# design 1

Fig. 1: design 1, sizing map
Scale: 6 px per µm.
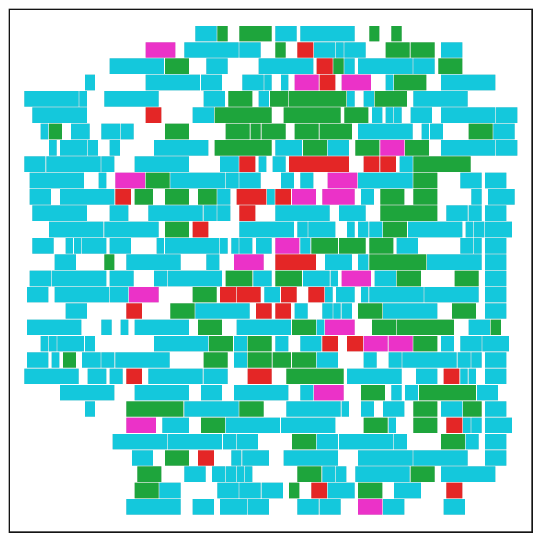

File: config.mk
export PLATFORM = sky130hd
export DESIGN_NAME = alu_seq_ctrl
export DESIGN_NICKNAME = d
export VERILOG_FILES = /design/src/rtl/alu_seq_pkg.sv /design/src/rtl/btn_pulse.sv /design/src/rtl/alu_seq_ctrl.sv
export SDC_FILE = /design/constraint.sdc
export NUM_CORES = 1
export LEC_CHECK = 0
export CAP_MARGIN = 10
export CORE_MARGIN = 2
export CORE_UTILIZATION = 50
export CTS_BUF_LIST = sky130_fd_sc_hd__clkbuf_4 sky130_fd_sc_hd__clkbuf_8 sky130_fd_sc_hd__clkbuf_16
export CTS_CLUSTER_SIZE = 40
export DETAILED_ROUTE_END_ITERATION = 10
export GPL_ROUTABILITY_DRIVEN = 0
export GPL_TIMING_DRIVEN = 0
export PLACE_DENSITY = 0.81
export RECOVER_POWER = 100
export SKIP_CTS_REPAIR_TIMING = 1
export SYNTH_ARGS = -nofsm -noshare
export SYNTH_HDL_FRONTEND = slang
export SYNTH_HIERARCHICAL = 1
export SYNTH_SLANG_ARGS = --single-unit
export TNS_END_PERCENT = 100
File: constraint.sdc
create_clock -name clk -period 1.8 [get_ports clk]
set_input_delay 0.18 -clock clk [delete_from_list [all_inputs] [get_ports clk]]
set_output_delay 0.18 -clock clk [all_outputs]
set_load 0.005 [all_outputs]
File: src/rtl/alu_seq_pkg.sv
// rtl/alu_seq_pkg.sv - shared FSM state encoding, ALU control codes and nibble-write helper
package alu_seq_pkg;

    // Sequencer phases, 3-bit encoding
    typedef enum logic [2:0] {
        EDIT_A = 3'd0,
        EDIT_B = 3'd1,
        EXEC   = 3'd2,
        WAIT   = 3'd3,
        SHOW   = 3'd4
    } state_t;

    // Control codes understood by the aluc/alu pair
    localparam logic [2:0] ALU_AND = 3'b000;
    localparam logic [2:0] ALU_OR  = 3'b001;
    localparam logic [2:0] ALU_ADD = 3'b010;
    localparam logic [2:0] ALU_XOR = 3'b011;
    localparam logic [2:0] ALU_NOR = 3'b100;
    localparam logic [2:0] ALU_SUB = 3'b110;
    localparam logic [2:0] ALU_SLT = 3'b111;

    // Replace one nibble of v: sw[5:4] selects the nibble, sw[3:0] is the new value
    function automatic logic [15:0] nib_write(input logic [15:0] v, input logic [5:0] sw);
        logic [15:0] r;
        r = v;
        r[{sw[5:4], 2'b00} +: 4] = sw[3:0];
        return r;
    endfunction

endpackage

File: src/rtl/btn_pulse.sv
// rtl/btn_pulse.sv - button synchronizer, debounce counter and one-cycle rising-edge pulse
module btn_pulse #(
    parameter int DB_CYCLES = 16
) (
    input  logic clk,
    input  logic rst,
    input  logic btn,
    output logic pulse
);

    localparam int CW = $clog2(DB_CYCLES + 1);

    logic          sync1;
    logic          sync2;
    logic          level;
    logic          level_q;
    logic [CW-1:0] cnt;

    // Two-flop synchronizer for the raw, asynchronous button input
    always_ff @(posedge clk or posedge rst) begin
        if (rst) begin
            sync1 <= 1'b0;
            sync2 <= 1'b0;
        end else begin
            sync1 <= btn;
            sync2 <= sync1;
        end
    end

    // Accept a new level only after DB_CYCLES consecutive samples that differ from the current one
    always_ff @(posedge clk or posedge rst) begin
        if (rst) begin
            cnt   <= '0;
            level <= 1'b0;
        end else if (sync2 == level) begin
            cnt <= '0;
        end else if (cnt == CW'(DB_CYCLES - 1)) begin
            cnt   <= '0;
            level <= sync2;
        end else begin
            cnt <= cnt + CW'(1);
        end
    end

    // Delayed debounced level for edge detection
    always_ff @(posedge clk or posedge rst) begin
        if (rst) begin
            level_q <= 1'b0;
        end else begin
            level_q <= level;
        end
    end

    assign pulse = level & ~level_q;

endmodule

File: src/rtl/alu_seq_ctrl.sv
// rtl/alu_seq_ctrl.sv - front-panel ALU sequencer top; ALU_SEQ_CHAIN_EN enables result chaining from SHOW
module alu_seq_ctrl
    import alu_seq_pkg::*;
#(
    parameter int          DB_CYCLES = 16,
    parameter int          ALU_LAT   = 1,
    parameter logic [15:0] OP1_INIT  = 16'h1122,
    parameter logic [15:0] OP2_INIT  = 16'h3344
) (
    input  logic        clk,
    input  logic        rst,
    input  logic [1:0]  button,
    input  logic [5:0]  switch,
    input  logic [15:0] alu_res,
    input  logic        alu_zf,
    output logic [15:0] op1,
    output logic [15:0] op2,
    output logic [2:0]  control,
    output logic [15:0] disp_num,
    output logic        o_zf,
    output logic        busy,
    output logic        done
);

    localparam int            WW        = (ALU_LAT > 1) ? $clog2(ALU_LAT) : 1;
    localparam logic [WW-1:0] WAIT_INIT = WW'(ALU_LAT - 1);

    state_t          state;
    state_t          state_next;
    logic            p0;
    logic            p1;
    logic [15:0]     result;
    logic [WW-1:0]   wait_cnt;
    logic            wr_a;
    logic            wr_b;
    logic            ld_ctrl;
    logic            ld_wait;
    logic            cnt_dec;
    logic            capture;
    logic            chain;

    btn_pulse #(.DB_CYCLES(DB_CYCLES)) u_btn0 (
        .clk   (clk),
        .rst   (rst),
        .btn   (button[0]),
        .pulse (p0)
    );

    btn_pulse #(.DB_CYCLES(DB_CYCLES)) u_btn1 (
        .clk   (clk),
        .rst   (rst),
        .btn   (button[1]),
        .pulse (p1)
    );

    // State register; reset discards any operation in flight
    always_ff @(posedge clk or posedge rst) begin
        if (rst) begin
            state <= EDIT_A;
        end else begin
            state <= state_next;
        end
    end

    // Next state, datapath strobes and phase-dependent outputs; advance beats write
    always_comb begin
        state_next = state;
        wr_a       = 1'b0;
        wr_b       = 1'b0;
        ld_ctrl    = 1'b0;
        ld_wait    = 1'b0;
        cnt_dec    = 1'b0;
        capture    = 1'b0;
        chain      = 1'b0;
        busy       = 1'b0;
        done       = 1'b0;
        disp_num   = op1;
        case (state)
            EDIT_A: begin
                disp_num = op1;
                if (p1) begin
                    state_next = EDIT_B;
                end else if (p0) begin
                    wr_a = 1'b1;
                end
            end
            EDIT_B: begin
                disp_num = op2;
                if (p1) begin
                    ld_ctrl    = 1'b1;
                    state_next = EXEC;
                end else if (p0) begin
                    wr_b = 1'b1;
                end
            end
            EXEC: begin
                busy       = 1'b1;
                disp_num   = op2;
                ld_wait    = 1'b1;
                state_next = WAIT;
            end
            WAIT: begin
                busy     = 1'b1;
                disp_num = op2;
                if (wait_cnt == '0) begin
                    capture    = 1'b1;
                    done       = 1'b1;
                    state_next = SHOW;
                end else begin
                    cnt_dec = 1'b1;
                end
            end
            SHOW: begin
                disp_num = result;
                if (p1) begin
                    state_next = EDIT_A;
                end else if (p0) begin
`ifdef ALU_SEQ_CHAIN_EN
                    chain      = 1'b1;
                    state_next = EDIT_B;
`endif
                end
            end
            default: begin
                state_next = EDIT_A;
            end
        endcase
    end

    // Operand, control, result and flag registers; held stable while the ALU works
    always_ff @(posedge clk or posedge rst) begin
        if (rst) begin
            op1     <= OP1_INIT;
            op2     <= OP2_INIT;
            control <= ALU_AND;
            result  <= '0;
            o_zf    <= 1'b0;
        end else begin
            if (wr_a) begin
                op1 <= nib_write(op1, switch);
            end else if (chain) begin
                op1 <= result;
            end
            if (wr_b) begin
                op2 <= nib_write(op2, switch);
            end
            if (ld_ctrl) begin
                control <= switch[2:0];
            end
            if (capture) begin
                result <= alu_res;
                o_zf   <= alu_zf;
            end
        end
    end

    // ALU latency countdown, loaded on EXEC and run down in WAIT
    always_ff @(posedge clk or posedge rst) begin
        if (rst) begin
            wait_cnt <= '0;
        end else if (ld_wait) begin
            wait_cnt <= WAIT_INIT;
        end else if (cnt_dec) begin
            wait_cnt <= wait_cnt - WW'(1);
        end
    end

endmodule

# design 2

--- src/rtl/gcd_pkg.sv ---
// ============================================================================
// gcd_pkg : shared encodings for the subtractive GCD controller
// Rev 1.0 : initial release
// ============================================================================
`default_nettype none

package gcd_pkg;

    localparam logic [2:0] S_IDLE   = 3'd0;
    localparam logic [2:0] S_LOAD_A = 3'd1;
    localparam logic [2:0] S_LOAD_B = 3'd2;
    localparam logic [2:0] S_CALC   = 3'd3;
    localparam logic [2:0] S_FINISH = 3'd4;

    localparam logic SEL_A       = 1'b0;
    localparam logic SEL_B       = 1'b1;
    localparam logic SEL_IN_DATA = 1'b0;
    localparam logic SEL_IN_SUB  = 1'b1;

    localparam int DEFAULT_MAX_ITER = 16;

endpackage

`default_nettype wire

--- src/rtl/gcd_iter_counter.sv ---
// ============================================================================
// gcd_iter_counter : clear/enable subtract-cycle counter with terminal flag
// Rev 1.0 : initial release
// ============================================================================
`default_nettype none

module gcd_iter_counter #(
    parameter int CNT_W    = 5,
    parameter int MAX_ITER = 16
) (
    input  logic             clk,
    input  logic             rst_n,
    input  logic             clear,
    input  logic             enable,
    output logic [CNT_W-1:0] count,
    output logic             at_max
);

    always_ff @(posedge clk or negedge rst_n) begin
        if (!rst_n) begin
            count <= '0;
        end else if (clear) begin
            count <= '0;
        end else if (enable) begin
            count <= count + CNT_W'(1);
        end
    end

    assign at_max = (count == CNT_W'(MAX_ITER));

endmodule

`default_nettype wire

--- src/rtl/gcd_controller.sv ---
// ============================================================================
// gcd_controller : control FSM for the 4-bit subtractive GCD datapath
// Rev 1.0 : initial release
// ============================================================================
`default_nettype none

module gcd_controller
    import gcd_pkg::*;
#(
    parameter int CNT_W    = 5,
    parameter int MAX_ITER = DEFAULT_MAX_ITER
) (
    input  logic             clk,
    input  logic             rst_n,
    input  logic             start,
    input  logic             in_valid,
    input  logic [3:0]       data_in,
    input  logic             lt,
    input  logic             gt,
    input  logic             eq,
    output logic             in_ready,
    output logic             ldA,
    output logic             ldB,
    output logic             sel_in,
    output logic             sel1,
    output logic             sel2,
    output logic             busy,
    output logic             done,
    output logic             err,
    output logic [CNT_W-1:0] iters
);

    logic [2:0] state;
    logic [2:0] state_next;
    logic       zero_seen;
    logic       cnt_clear;
    logic       cnt_enable;
    logic       cnt_at_max;
    logic       set_done;
    logic       set_err;
    logic       data_zero;
    logic       flag_eq;
    logic       flag_gt;
    logic       flag_lt;

    assign data_zero = (data_in == 4'd0);

    // A flag only counts when it is the sole flag raised; anything else is no decision.
    assign flag_eq = eq & ~lt & ~gt;
    assign flag_gt = gt & ~lt & ~eq;
    assign flag_lt = lt & ~gt & ~eq;

    gcd_iter_counter #(
        .CNT_W    (CNT_W),
        .MAX_ITER (MAX_ITER)
    ) u_iter_counter (
        .clk    (clk),
        .rst_n  (rst_n),
        .clear  (cnt_clear),
        .enable (cnt_enable),
        .count  (iters),
        .at_max (cnt_at_max)
    );

    always_comb begin
        state_next = state;
        in_ready   = 1'b0;
        ldA        = 1'b0;
        ldB        = 1'b0;
        sel_in     = SEL_IN_DATA;
        sel1       = SEL_A;
        sel2       = SEL_A;
        cnt_clear  = 1'b0;
        cnt_enable = 1'b0;
        set_done   = 1'b0;
        set_err    = 1'b0;
        case (state)
            S_IDLE: begin
                if (start) begin
                    state_next = S_LOAD_A;
                    cnt_clear  = 1'b1;
                end
            end
            S_LOAD_A: begin
                in_ready = 1'b1;
                if (in_valid) begin
                    ldA        = 1'b1;
                    state_next = S_LOAD_B;
                end
            end
            S_LOAD_B: begin
                in_ready = 1'b1;
                if (in_valid) begin
                    ldB = 1'b1;
                    if (zero_seen || data_zero) begin
                        state_next = S_FINISH;
                        set_err    = 1'b1;
                    end else begin
                        state_next = S_CALC;
                    end
                end
            end
            S_CALC: begin
                if (flag_eq) begin
                    state_next = S_FINISH;
                    set_done   = 1'b1;
                end else if (cnt_at_max) begin
                    state_next = S_FINISH;
                    set_err    = 1'b1;
                end else begin
                    // Contradictory flags still count an iteration so timeout is reached.
                    cnt_enable = 1'b1;
                    if (flag_gt) begin
                        ldA    = 1'b1;
                        sel_in = SEL_IN_SUB;
                        sel1   = SEL_A;
                        sel2   = SEL_B;
                    end else if (flag_lt) begin
                        ldB    = 1'b1;
                        sel_in = SEL_IN_SUB;
                        sel1   = SEL_B;
                        sel2   = SEL_A;
                    end
                end
            end
            S_FINISH: begin
                state_next = S_IDLE;
            end
            default: begin
                state_next = S_IDLE;
            end
        endcase
    end

    assign busy = (state != S_IDLE);

    always_ff @(posedge clk or negedge rst_n) begin
        if (!rst_n) begin
            state <= S_IDLE;
        end else begin
            state <= state_next;
        end
    end

    always_ff @(posedge clk or negedge rst_n) begin
        if (!rst_n) begin
            done      <= 1'b0;
            err       <= 1'b0;
            zero_seen <= 1'b0;
        end else if (cnt_clear) begin
            done      <= 1'b0;
            err       <= 1'b0;
            zero_seen <= 1'b0;
        end else begin
            done <= done | set_done;
            err  <= err | set_err;
            if (in_ready && in_valid && data_zero) begin
                zero_seen <= 1'b1;
            end
        end
    end

endmodule

`default_nettype wire

--- config.mk ---
export PLATFORM = sky130hd
export DESIGN_NAME = gcd_controller
export DESIGN_NICKNAME = d
export VERILOG_FILES = /design/src/rtl/gcd_pkg.sv /design/src/rtl/gcd_iter_counter.sv /design/src/rtl/gcd_controller.sv
export SDC_FILE = /design/constraint.sdc
export NUM_CORES = 1
export LEC_CHECK = 0
export ABC_AREA = 0
export CORE_AREA = 2 2 45 47
export DETAILED_ROUTE_END_ITERATION = 10
export DIE_AREA = 0 0 47 49
export PLACE_DENSITY = 0.74
export SLEW_MARGIN = 15
export SYNTH_ARGS = -nofsm -noshare
export SYNTH_HDL_FRONTEND = slang
export SYNTH_SLANG_ARGS = --single-unit
--- constraint.sdc ---
create_clock -name clk -period 1.82 [get_ports clk]
set_input_delay 0.182 -clock clk [delete_from_list [all_inputs] [get_ports clk]]
set_output_delay 0.182 -clock clk [all_outputs]
set_load 0.01 [all_outputs]
# design 3

<file path="config.mk">
export PLATFORM = sky130hd
export DESIGN_NAME = bpsi_cmd_parser
export DESIGN_NICKNAME = d
export VERILOG_FILES = /design/src/rtl/bpsi_pkg.sv /design/src/rtl/parser_word_buf.sv /design/src/rtl/bpsi_cmd_parser.sv
export SDC_FILE = /design/constraint.sdc
export NUM_CORES = 1
export LEC_CHECK = 0
export ABC_AREA = 1
export CORE_MARGIN = 2
export CORE_UTILIZATION = 54
export DETAILED_ROUTE_END_ITERATION = 10
export GPL_TIMING_DRIVEN = 0
export PLACE_DENSITY = 0.82
export REMOVE_ABC_BUFFERS = 1
export SLEW_MARGIN = 20
export SYNTH_ARGS = -nofsm -noshare
export SYNTH_HDL_FRONTEND = slang
export SYNTH_SLANG_ARGS = --single-unit
</file>
<file path="constraint.sdc">
create_clock -name clk_i -period 4.3 [get_ports clk_i]
set_input_delay 1.075 -clock clk_i [delete_from_list [all_inputs] [get_ports clk_i]]
set_output_delay 1.075 -clock clk_i [all_outputs]
set_load 0.02 [all_outputs]
</file>
<file path="src/rtl/bpsi_pkg.sv">
// rtl/bpsi_pkg.sv - shared constants and state type for the mainPC command parser
package bpsi_pkg;
    localparam logic [7:0] HDR_BYTE0     = 8'h55;
    localparam logic [7:0] HDR_BYTE1     = 8'hAA;
    localparam logic [7:0] CMD_PMT_WR    = 8'h01;
    localparam logic [7:0] CMD_ADC_START = 8'h02;
    localparam int         ERR_CNT_W     = 16;

    typedef enum logic [2:0] {
        S_IDLE,
        S_HDR1,
        S_CMD,
        S_LEN,
        S_DATA,
        S_CSUM,
        S_REPLAY
    } parser_state_t;
endpackage

</file>
<file path="src/rtl/parser_word_buf.sv">
// rtl/parser_word_buf.sv - payload word buffer with self-advancing write pointer and registered read
module parser_word_buf #(
    parameter int  MAX_WORDS = 8,
    localparam int AW        = $clog2(MAX_WORDS)
) (
    input  logic          clk,
    input  logic          rst,
    input  logic          clr,
    input  logic          wr_en,
    input  logic [31:0]   wr_data,
    output logic [AW-1:0] wr_ptr,
    input  logic          rd_en,
    input  logic [AW-1:0] rd_ptr,
    output logic [31:0]   rd_data
);
    logic [31:0] mem [MAX_WORDS];

    always_ff @(posedge clk) begin
        if (wr_en) mem[wr_ptr] <= wr_data;
    end

    always_ff @(posedge clk) begin
        if (rst || clr) wr_ptr <= '0;
        else if (wr_en) wr_ptr <= wr_ptr + 1'b1;
    end

    // Read data only moves on rd_en so the replay output holds between bursts.
    always_ff @(posedge clk) begin
        if (rst) rd_data <= '0;
        else if (rd_en) rd_data <= mem[rd_ptr];
    end
endmodule

</file>
<file path="src/rtl/bpsi_cmd_parser.sv">
// rtl/bpsi_cmd_parser.sv - deframes mainPC link bytes into PMT word bursts and ADC-start commands
module bpsi_cmd_parser
    import bpsi_pkg::*;
#(
    parameter int          MAX_WORDS      = 8,
    parameter int          TIMEOUT_CYCLES = 10000,
    parameter logic [15:0] HEADER         = {HDR_BYTE0, HDR_BYTE1}
) (
    input  logic                 clk_i,
    input  logic                 rst_i,
    input  logic                 rd_data_vld_i,
    input  logic [7:0]           rd_data_i,
    output logic [31:0]          pmt_master_spi_data_o,
    output logic                 pmt_master_spi_vld_o,
    output logic [31:0]          pmt_adc_start_data_o,
    output logic                 pmt_adc_start_vld_o,
    output logic                 parser_busy_o,
    output logic                 frame_err_o,
    output logic [ERR_CNT_W-1:0] err_cnt_o
);
    localparam int            AW      = $clog2(MAX_WORDS);
    localparam int            GW      = $clog2(TIMEOUT_CYCLES);
    localparam logic [7:0]    MAX_LEN = 8'(MAX_WORDS);
    localparam logic [GW-1:0] GAP_MAX = GW'(TIMEOUT_CYCLES - 1);

    parser_state_t state, state_nxt;
    logic [7:0]    cmd, len, csum;
    logic [31:0]   asm_word, wr_word;
    logic [1:0]    byte_cnt;
    logic [GW-1:0] gap;
    logic [AW-1:0] wr_ptr, rd_idx, rd_ptr;
    logic          wr_en, rd_en, clr, abort, replay_err, gap_run, cmd_ok, len_ok, csum_ok;

    assign gap_run = state inside {S_HDR1, S_CMD, S_LEN, S_DATA, S_CSUM};
    assign cmd_ok  = rd_data_i == CMD_PMT_WR || rd_data_i == CMD_ADC_START;
    assign len_ok  = rd_data_i != 8'd0 && rd_data_i <= MAX_LEN &&
                     (cmd != CMD_ADC_START || rd_data_i == 8'd1);
    assign csum_ok = rd_data_i == csum;
    assign wr_word = {asm_word[23:0], rd_data_i};
    assign clr     = state == S_IDLE || abort;

    always_ff @(posedge clk_i) begin
        if (rst_i) state <= S_IDLE;
        else state <= state_nxt;
    end

    always_comb begin
        state_nxt  = state;
        abort      = 1'b0;
        replay_err = 1'b0;
        wr_en      = 1'b0;
        rd_en      = 1'b0;
        rd_ptr     = '0;
        case (state)
            S_IDLE: if (rd_data_vld_i && rd_data_i == HEADER[15:8]) state_nxt = S_HDR1;
            S_HDR1: if (rd_data_vld_i) begin
                if (rd_data_i == HEADER[7:0]) state_nxt = S_CMD;
                else if (rd_data_i != HEADER[15:8]) state_nxt = S_IDLE;
            end
            S_CMD: if (rd_data_vld_i) begin
                if (cmd_ok) state_nxt = S_LEN;
                else abort = 1'b1;
            end
            S_LEN: if (rd_data_vld_i) begin
                if (len_ok) state_nxt = S_DATA;
                else abort = 1'b1;
            end
            S_DATA: if (rd_data_vld_i && byte_cnt == 2'd3) begin
                wr_en = 1'b1;
                if (8'(wr_ptr) == len - 8'd1) state_nxt = S_CSUM;
            end
            S_CSUM: if (rd_data_vld_i) begin
                if (csum_ok) begin
                    state_nxt = S_REPLAY;
                    rd_en     = cmd == CMD_PMT_WR;
                end else begin
                    abort = 1'b1;
                end
            end
            S_REPLAY: begin
                // A stray byte here is counted but never cuts the burst short.
                replay_err = rd_data_vld_i;
                if (cmd == CMD_ADC_START || 8'(rd_idx) == len - 8'd1) begin
                    state_nxt = S_IDLE;
                end else begin
                    rd_en  = 1'b1;
                    rd_ptr = rd_idx + 1'b1;
                end
            end
            default: state_nxt = S_IDLE;
        endcase
        if (gap_run && !rd_data_vld_i && gap == GAP_MAX) abort = 1'b1;
        if (abort) state_nxt = S_IDLE;
    end

    always_ff @(posedge clk_i) begin
        if (rst_i) begin
            cmd                  <= '0;
            len                  <= '0;
            csum                 <= '0;
            asm_word             <= '0;
            byte_cnt             <= '0;
            gap                  <= '0;
            rd_idx               <= '0;
            pmt_adc_start_data_o <= '0;
            frame_err_o          <= 1'b0;
            err_cnt_o            <= '0;
        end else begin
            frame_err_o <= abort || replay_err;
            if ((abort || replay_err) && err_cnt_o != '1) err_cnt_o <= err_cnt_o + 1'b1;
            gap    <= (gap_run && !rd_data_vld_i) ? gap + 1'b1 : '0;
            rd_idx <= (state == S_REPLAY) ? rd_idx + 1'b1 : '0;
            if (clr) csum <= '0;
            else if (rd_data_vld_i && state inside {S_CMD, S_LEN, S_DATA}) csum <= csum ^ rd_data_i;
            if (clr) byte_cnt <= '0;
            else if (rd_data_vld_i && state == S_DATA) byte_cnt <= byte_cnt + 1'b1;
            if (rd_data_vld_i && state == S_DATA) asm_word <= wr_word;
            if (rd_data_vld_i && state == S_CMD && cmd_ok) cmd <= rd_data_i;
            if (rd_data_vld_i && state == S_LEN) len <= rd_data_i;
            // An ADC frame carries exactly one word, still sitting in the assembly register.
            if (rd_data_vld_i && state == S_CSUM && csum_ok && cmd == CMD_ADC_START)
                pmt_adc_start_data_o <= asm_word;
        end
    end

    assign parser_busy_o        = state != S_IDLE;
    assign pmt_master_spi_vld_o = state == S_REPLAY && cmd == CMD_PMT_WR;
    assign pmt_adc_start_vld_o  = state == S_REPLAY && cmd == CMD_ADC_START;

    parser_word_buf #(.MAX_WORDS(MAX_WORDS)) u_buf (
        .clk     (clk_i),
        .rst     (rst_i),
        .clr     (clr),
        .wr_en   (wr_en),
        .wr_data (wr_word),
        .wr_ptr  (wr_ptr),
        .rd_en   (rd_en),
        .rd_ptr  (rd_ptr),
        .rd_data (pmt_master_spi_data_o)
    );
endmodule

</file>
Fig. 2: design 3, logic cells by family
Scale: 2 px per µm.
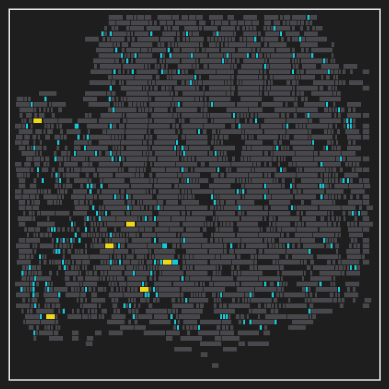
cyan -> inverters  # cells 194, where all over the die
yellow -> adder and majority cells  # cells 6
most frequent logic cell in the layout: sky130_fd_sc_hd__nand2_1
fraction of standard cell area in multi-input logic: 26.9%
filler-free cell count of the finished design: 2377

==> tab_implementation.tex, design 3 <==
% Synthesis and place-and-route results
\begin{tabular}{lr}
\hline
Metric & Value \\
\hline
\multicolumn{2}{l}{\textbf{Floorplan}} \\
Die outline area & 34100 µm² \\
Core Region & approximately 32000 µm² \\
Y dimension of the die & $\sim$180 µm \\
\multicolumn{2}{l}{\textbf{Route}} \\
WL met1 & 17000 µm \\
Post-DR vias/cell & 5.82 \\
\multicolumn{2}{l}{\textbf{GRT}} \\
Residual overflow from global routing & 0 \\
GR met2 Demand/Resource & 44.8\% \\
\multicolumn{2}{l}{\textbf{Critical path}} \\
Critical path startpoint & len[0]\$\_SDFFE\_PP0P\_ \\
Critical path type & flop to flop \\
Category of the worst setup path capture point & flop \\
\multicolumn{2}{l}{\textbf{Final timing}} \\
Maximum achievable frequency & 252 MHz \\
\multicolumn{2}{l}{\textbf{Logic synthesis}} \\
Register share after synthesis & 62.1\% \\
\multicolumn{2}{l}{\textbf{Layout}} \\
Antenna fix cells & 0 \\
Sequential cells & 418 \\
\multicolumn{2}{l}{\textbf{Clock network}} \\
Clock sink count & about 420 \\
\multicolumn{2}{l}{\textbf{Status}} \\
Result of the run & finished clean \\
\multicolumn{2}{l}{\textbf{Power}} \\
Static leakage power & 7.71 nW \\
\hline
\end{tabular}
==> design 3: power breakdown <==
group | internal (W) | switching, W
clock network | 0.00206 | 0.00149
registers | 0.00440 | 0.000127
logic | 0.000312 | 0.000656
total | 0.00678 | 0.00228
==> design 3: worst register-to-register path, stage by stage, from the launching register on <==
cell	delay, ns
sky130_fd_sc_hd__dfxtp_1	0.41
sky130_fd_sc_hd__inv_2	0.09
sky130_fd_sc_hd__ha_1	0.35
sky130_fd_sc_hd__inv_1	0.07
sky130_fd_sc_hd__nand2_1	0.05
sky130_fd_sc_hd__nand2_1	0.05
sky130_fd_sc_hd__nor2_1	0.09
sky130_fd_sc_hd__nand2_1	0.06
sky130_fd_sc_hd__nor2_1	0.27
sky130_fd_sc_hd__nand2_8	0.46
sky130_fd_sc_hd__nand3_4	0.63
sky130_fd_sc_hd__clkinvlp_4	0.71
sky130_fd_sc_hd__nand2_1	0.25
sky130_fd_sc_hd__nand2_1	0.10
sky130_fd_sc_hd__nand3_1	0.10
sky130_fd_sc_hd__nand2_1	0.07
sky130_fd_sc_hd__a21oi_1	0.13
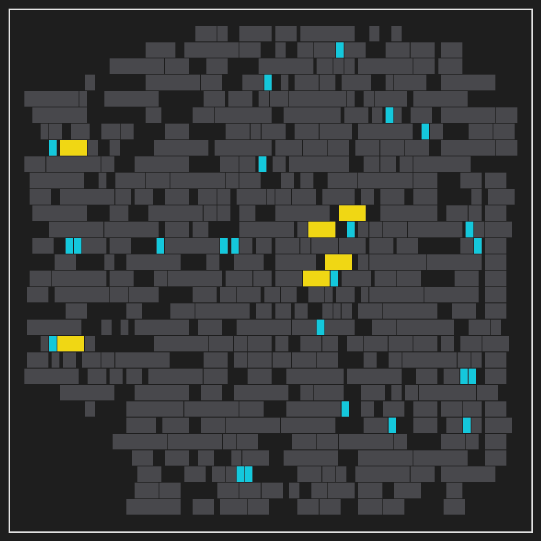
Fig. 3. Logic cells by family (design 1).
Scale: 6 px per µm.
cyan -> inverters  # cells 24
yellow -> adder and majority cells  # cells 6
fraction of standard cell area in multi-input logic: 31.0%
most frequent logic cell in the layout: sky130_fd_sc_hd__dfrtp_1
filler-free cell count of the finished design: 471

Notes on Fig. 1 above:
magenta -> drive 6 and up  # cells 18, share 4.6%
green -> drive 2  # cells 86, share 22%
cyan -> drive 1 or less  # cells 257, share 66%
red -> drive 3 to 4  # cells 30, share 7.7%

==> tab_implementation.tex, design 1 <==
% Synthesis and place-and-route results
\begin{tabular}{lr}
\hline
Metric & Value \\
\hline
\multicolumn{2}{l}{\textbf{Logic synthesis}} \\
Post-synthesis instance area & 3440 µm² \\
Register share after synthesis & between 50\% and 60\% \\
Number of nets in the synthesized netlist & 308 \\
Instance tally after logic synthesis & 275 \\
Flip-flop and latch count after synthesis & $\sim$74 \\
\multicolumn{2}{l}{\textbf{Final timing}} \\
Min Hold Slack & 0.288 ns \\
Final period util & 119\% \\
Setup ws final & -0.346 ns \\
Setup violations, final & 16 \\
\multicolumn{2}{l}{\textbf{GRT}} \\
Number of global-route vias before repair & 2469 \\
Residual overflow from global routing & 0 \\
\multicolumn{2}{l}{\textbf{Layout}} \\
Clock buffers & 16 \\
Non-CTS inverters & 24 \\
\multicolumn{2}{l}{\textbf{Status}} \\
Result of the run & finished, violations left \\
Violations in the final reports & negative setup slack \\
\multicolumn{2}{l}{\textbf{Placed design}} \\
Place WS & -0.391 ns \\
Cell count after placement & $\sim$440 \\
\multicolumn{2}{l}{\textbf{Clock network}} \\
Clock Tree Root & sky130\_fd\_sc\_hd\_\_clkbuf\_8 \\
CTS buffer count & 9 \\
Clock sink count & 74 \\
\multicolumn{2}{l}{\textbf{Route}} \\
Via count & $\sim$2500 \\
\multicolumn{2}{l}{\textbf{Power}} \\
Share of total power in combinational logic & 7.1\% \\
Power Total & 0.00311 W \\
\hline
\end{tabular}
## design 1: registers in the layout, indices dropped and copies added, names as in the netlist
signal	flops
control	3
o_zf	1
op1	16
op2	16
result	16
state	3
u_btn0/cnt	5
u_btn0/level	1
u_btn0/level_q	1
u_btn0/sync1	1
u_btn0/sync2	1
u_btn1/cnt	5
u_btn1/level	1
u_btn1/level_q	1
u_btn1/sync1	1
u_btn1/sync2	1
wait_cnt	1
## design 1: worst min path at each step
stage	slack, ns	endpoint
6_report	0.29	u_btn1/cnt[1]$_DFF_PP0_
5_1_grt	0.33	u_btn1/cnt[1]$_DFF_PP0_
4_1_cts	0.20	u_btn1/cnt[1]$_DFF_PP0_
3_5_place_dp	0.36	u_btn0/sync2$_DFF_PP0_
3_3_place_gp	0.33	u_btn1/sync2$_DFF_PP0_
2_1_floorplan	0.008	u_btn0/cnt[0]$_DFF_PP0_
## design 1: metal layers
layer  part of all wire [%]  wire length [µm]
met4                    1.6               133
met1                     44              3730
met3                    4.3               364
met5                      0                 0
met2                     51              4320
## design 1: worst reg2reg max path, delay by kind of cell, from the launching register on
family	cells	cell delay (ns)
and+or+nand+nor	2	0.60
DFF	1	0.38
muxes	1	0.38
buffers and inverters	2	0.26
Fig. 4: design 2, met2 routing
Scale: 6 px per µm. Cells faint in the background.
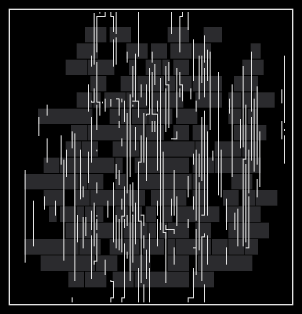
share of all routed wire = 52%
wire length on this layer = 975 µm
main direction = vertical
nets with wire on the layer = 121

Fig. 5: design 2, congestion heat map
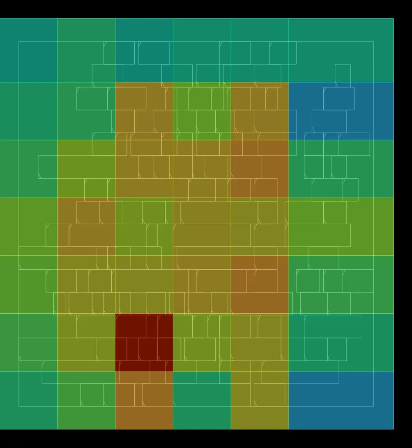
overall track demand over capacity in global routing: 18.8%
met3 track demand over resource: 5.93%
most crowded layer after global routing: met2

==> tab_implementation.tex, design 2 <==
% Synthesis and place-and-route results
\begin{tabular}{lr}
\hline
Metric & Value \\
\hline
\multicolumn{2}{l}{\textbf{Route}} \\
Residual DRC & 0 \\
Remaining number of nets flagged by the antenna check after routing & 0 \\
DRT Pass-1 Iters & 4 \\
\multicolumn{2}{l}{\textbf{Layout}} \\
Util after Layout & between 60 and 70\% \\
Number of buffers other than clock buffers in the final layout & roughly 47 \\
\multicolumn{2}{l}{\textbf{Critical path}} \\
Crit path launch type & flop \\
Worst path buffer plus inverter count & 3 \\
\multicolumn{2}{l}{\textbf{Placed design}} \\
Detail Placement HPWL & 1460 µm \\
Instance area at placement & 1160 µm² \\
\multicolumn{2}{l}{\textbf{Final timing}} \\
Maximum achievable frequency & 561 MHz \\
Setup violations, final & 0 \\
Setup\_tns & 0 ns \\
Slew at the pin with the worst max-slew slack & 0.492 ns \\
\multicolumn{2}{l}{\textbf{Logic synthesis}} \\
XOR/XNOR Fraction of Synth Area & under 10\% \\
Top cell type by instance count after synthesis & sky130\_fd\_sc\_hd\_\_dfrtp\_1 \\
Instance tally after logic synthesis & $\sim$73 \\
\multicolumn{2}{l}{\textbf{Status}} \\
Result of the run & finished clean \\
\multicolumn{2}{l}{\textbf{Floorplan}} \\
Die W & about 47 µm \\
\multicolumn{2}{l}{\textbf{Clock network}} \\
CTS buffer count & 3 \\
\hline
\end{tabular}
-- design 2: worst reg2reg max path: cells and delay by family, from the launching register on --
family                     cells  cell delay (ns)
buffers and inverters          2             0.20
muxes                          1             0.22
and+or+nand+nor                2             0.48
DFF                            1             0.36
adders and majority gates      1             0.15
-- design 2: cells in the final DEF, fill, tap and decap left out, types with 3 or more instances in the layout --
cell type                         netlist  final
sky130_fd_sc_hd__clkdlybuf4s50_1        0     18
sky130_fd_sc_hd__nor2_1                 5      4
sky130_fd_sc_hd__buf_4                  1     22
sky130_fd_sc_hd__buf_2                  0      3
sky130_fd_sc_hd__nor3_1                 4      4
sky130_fd_sc_hd__mux2i_1                4      4
sky130_fd_sc_hd__o21ai_0                3      3
sky130_fd_sc_hd__clkbuf_4               0      3
sky130_fd_sc_hd__nand2b_1               4      4
sky130_fd_sc_hd__nand2_1                5      5
sky130_fd_sc_hd__dfrtp_1               11     10
-- design 2: state kept, by name (all words and copies together) (netlist names) --
signal                cells
state                     3
err                       1
u_iter_counter.count      5
done                      1
zero_seen                 1


==> layout pictures side by side <==
Met3 routing.
image #1
Scale: 1.5 px per µm.
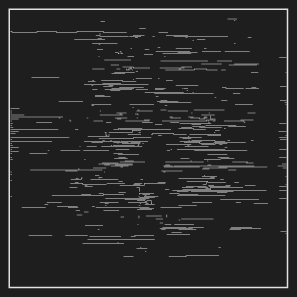
image #2
Scale: 6 px per µm.
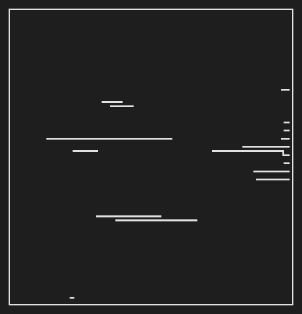
image #3
Scale: 3 px per µm.
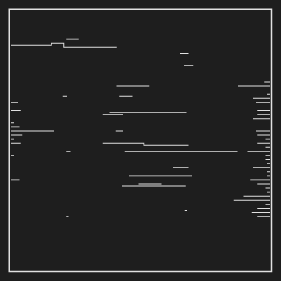
The one with the largest die is image #1.
image #1: design 3
image #3: design 1
image #2: design 2

No activity file was given, so power comes from the tool's default toggle rates.
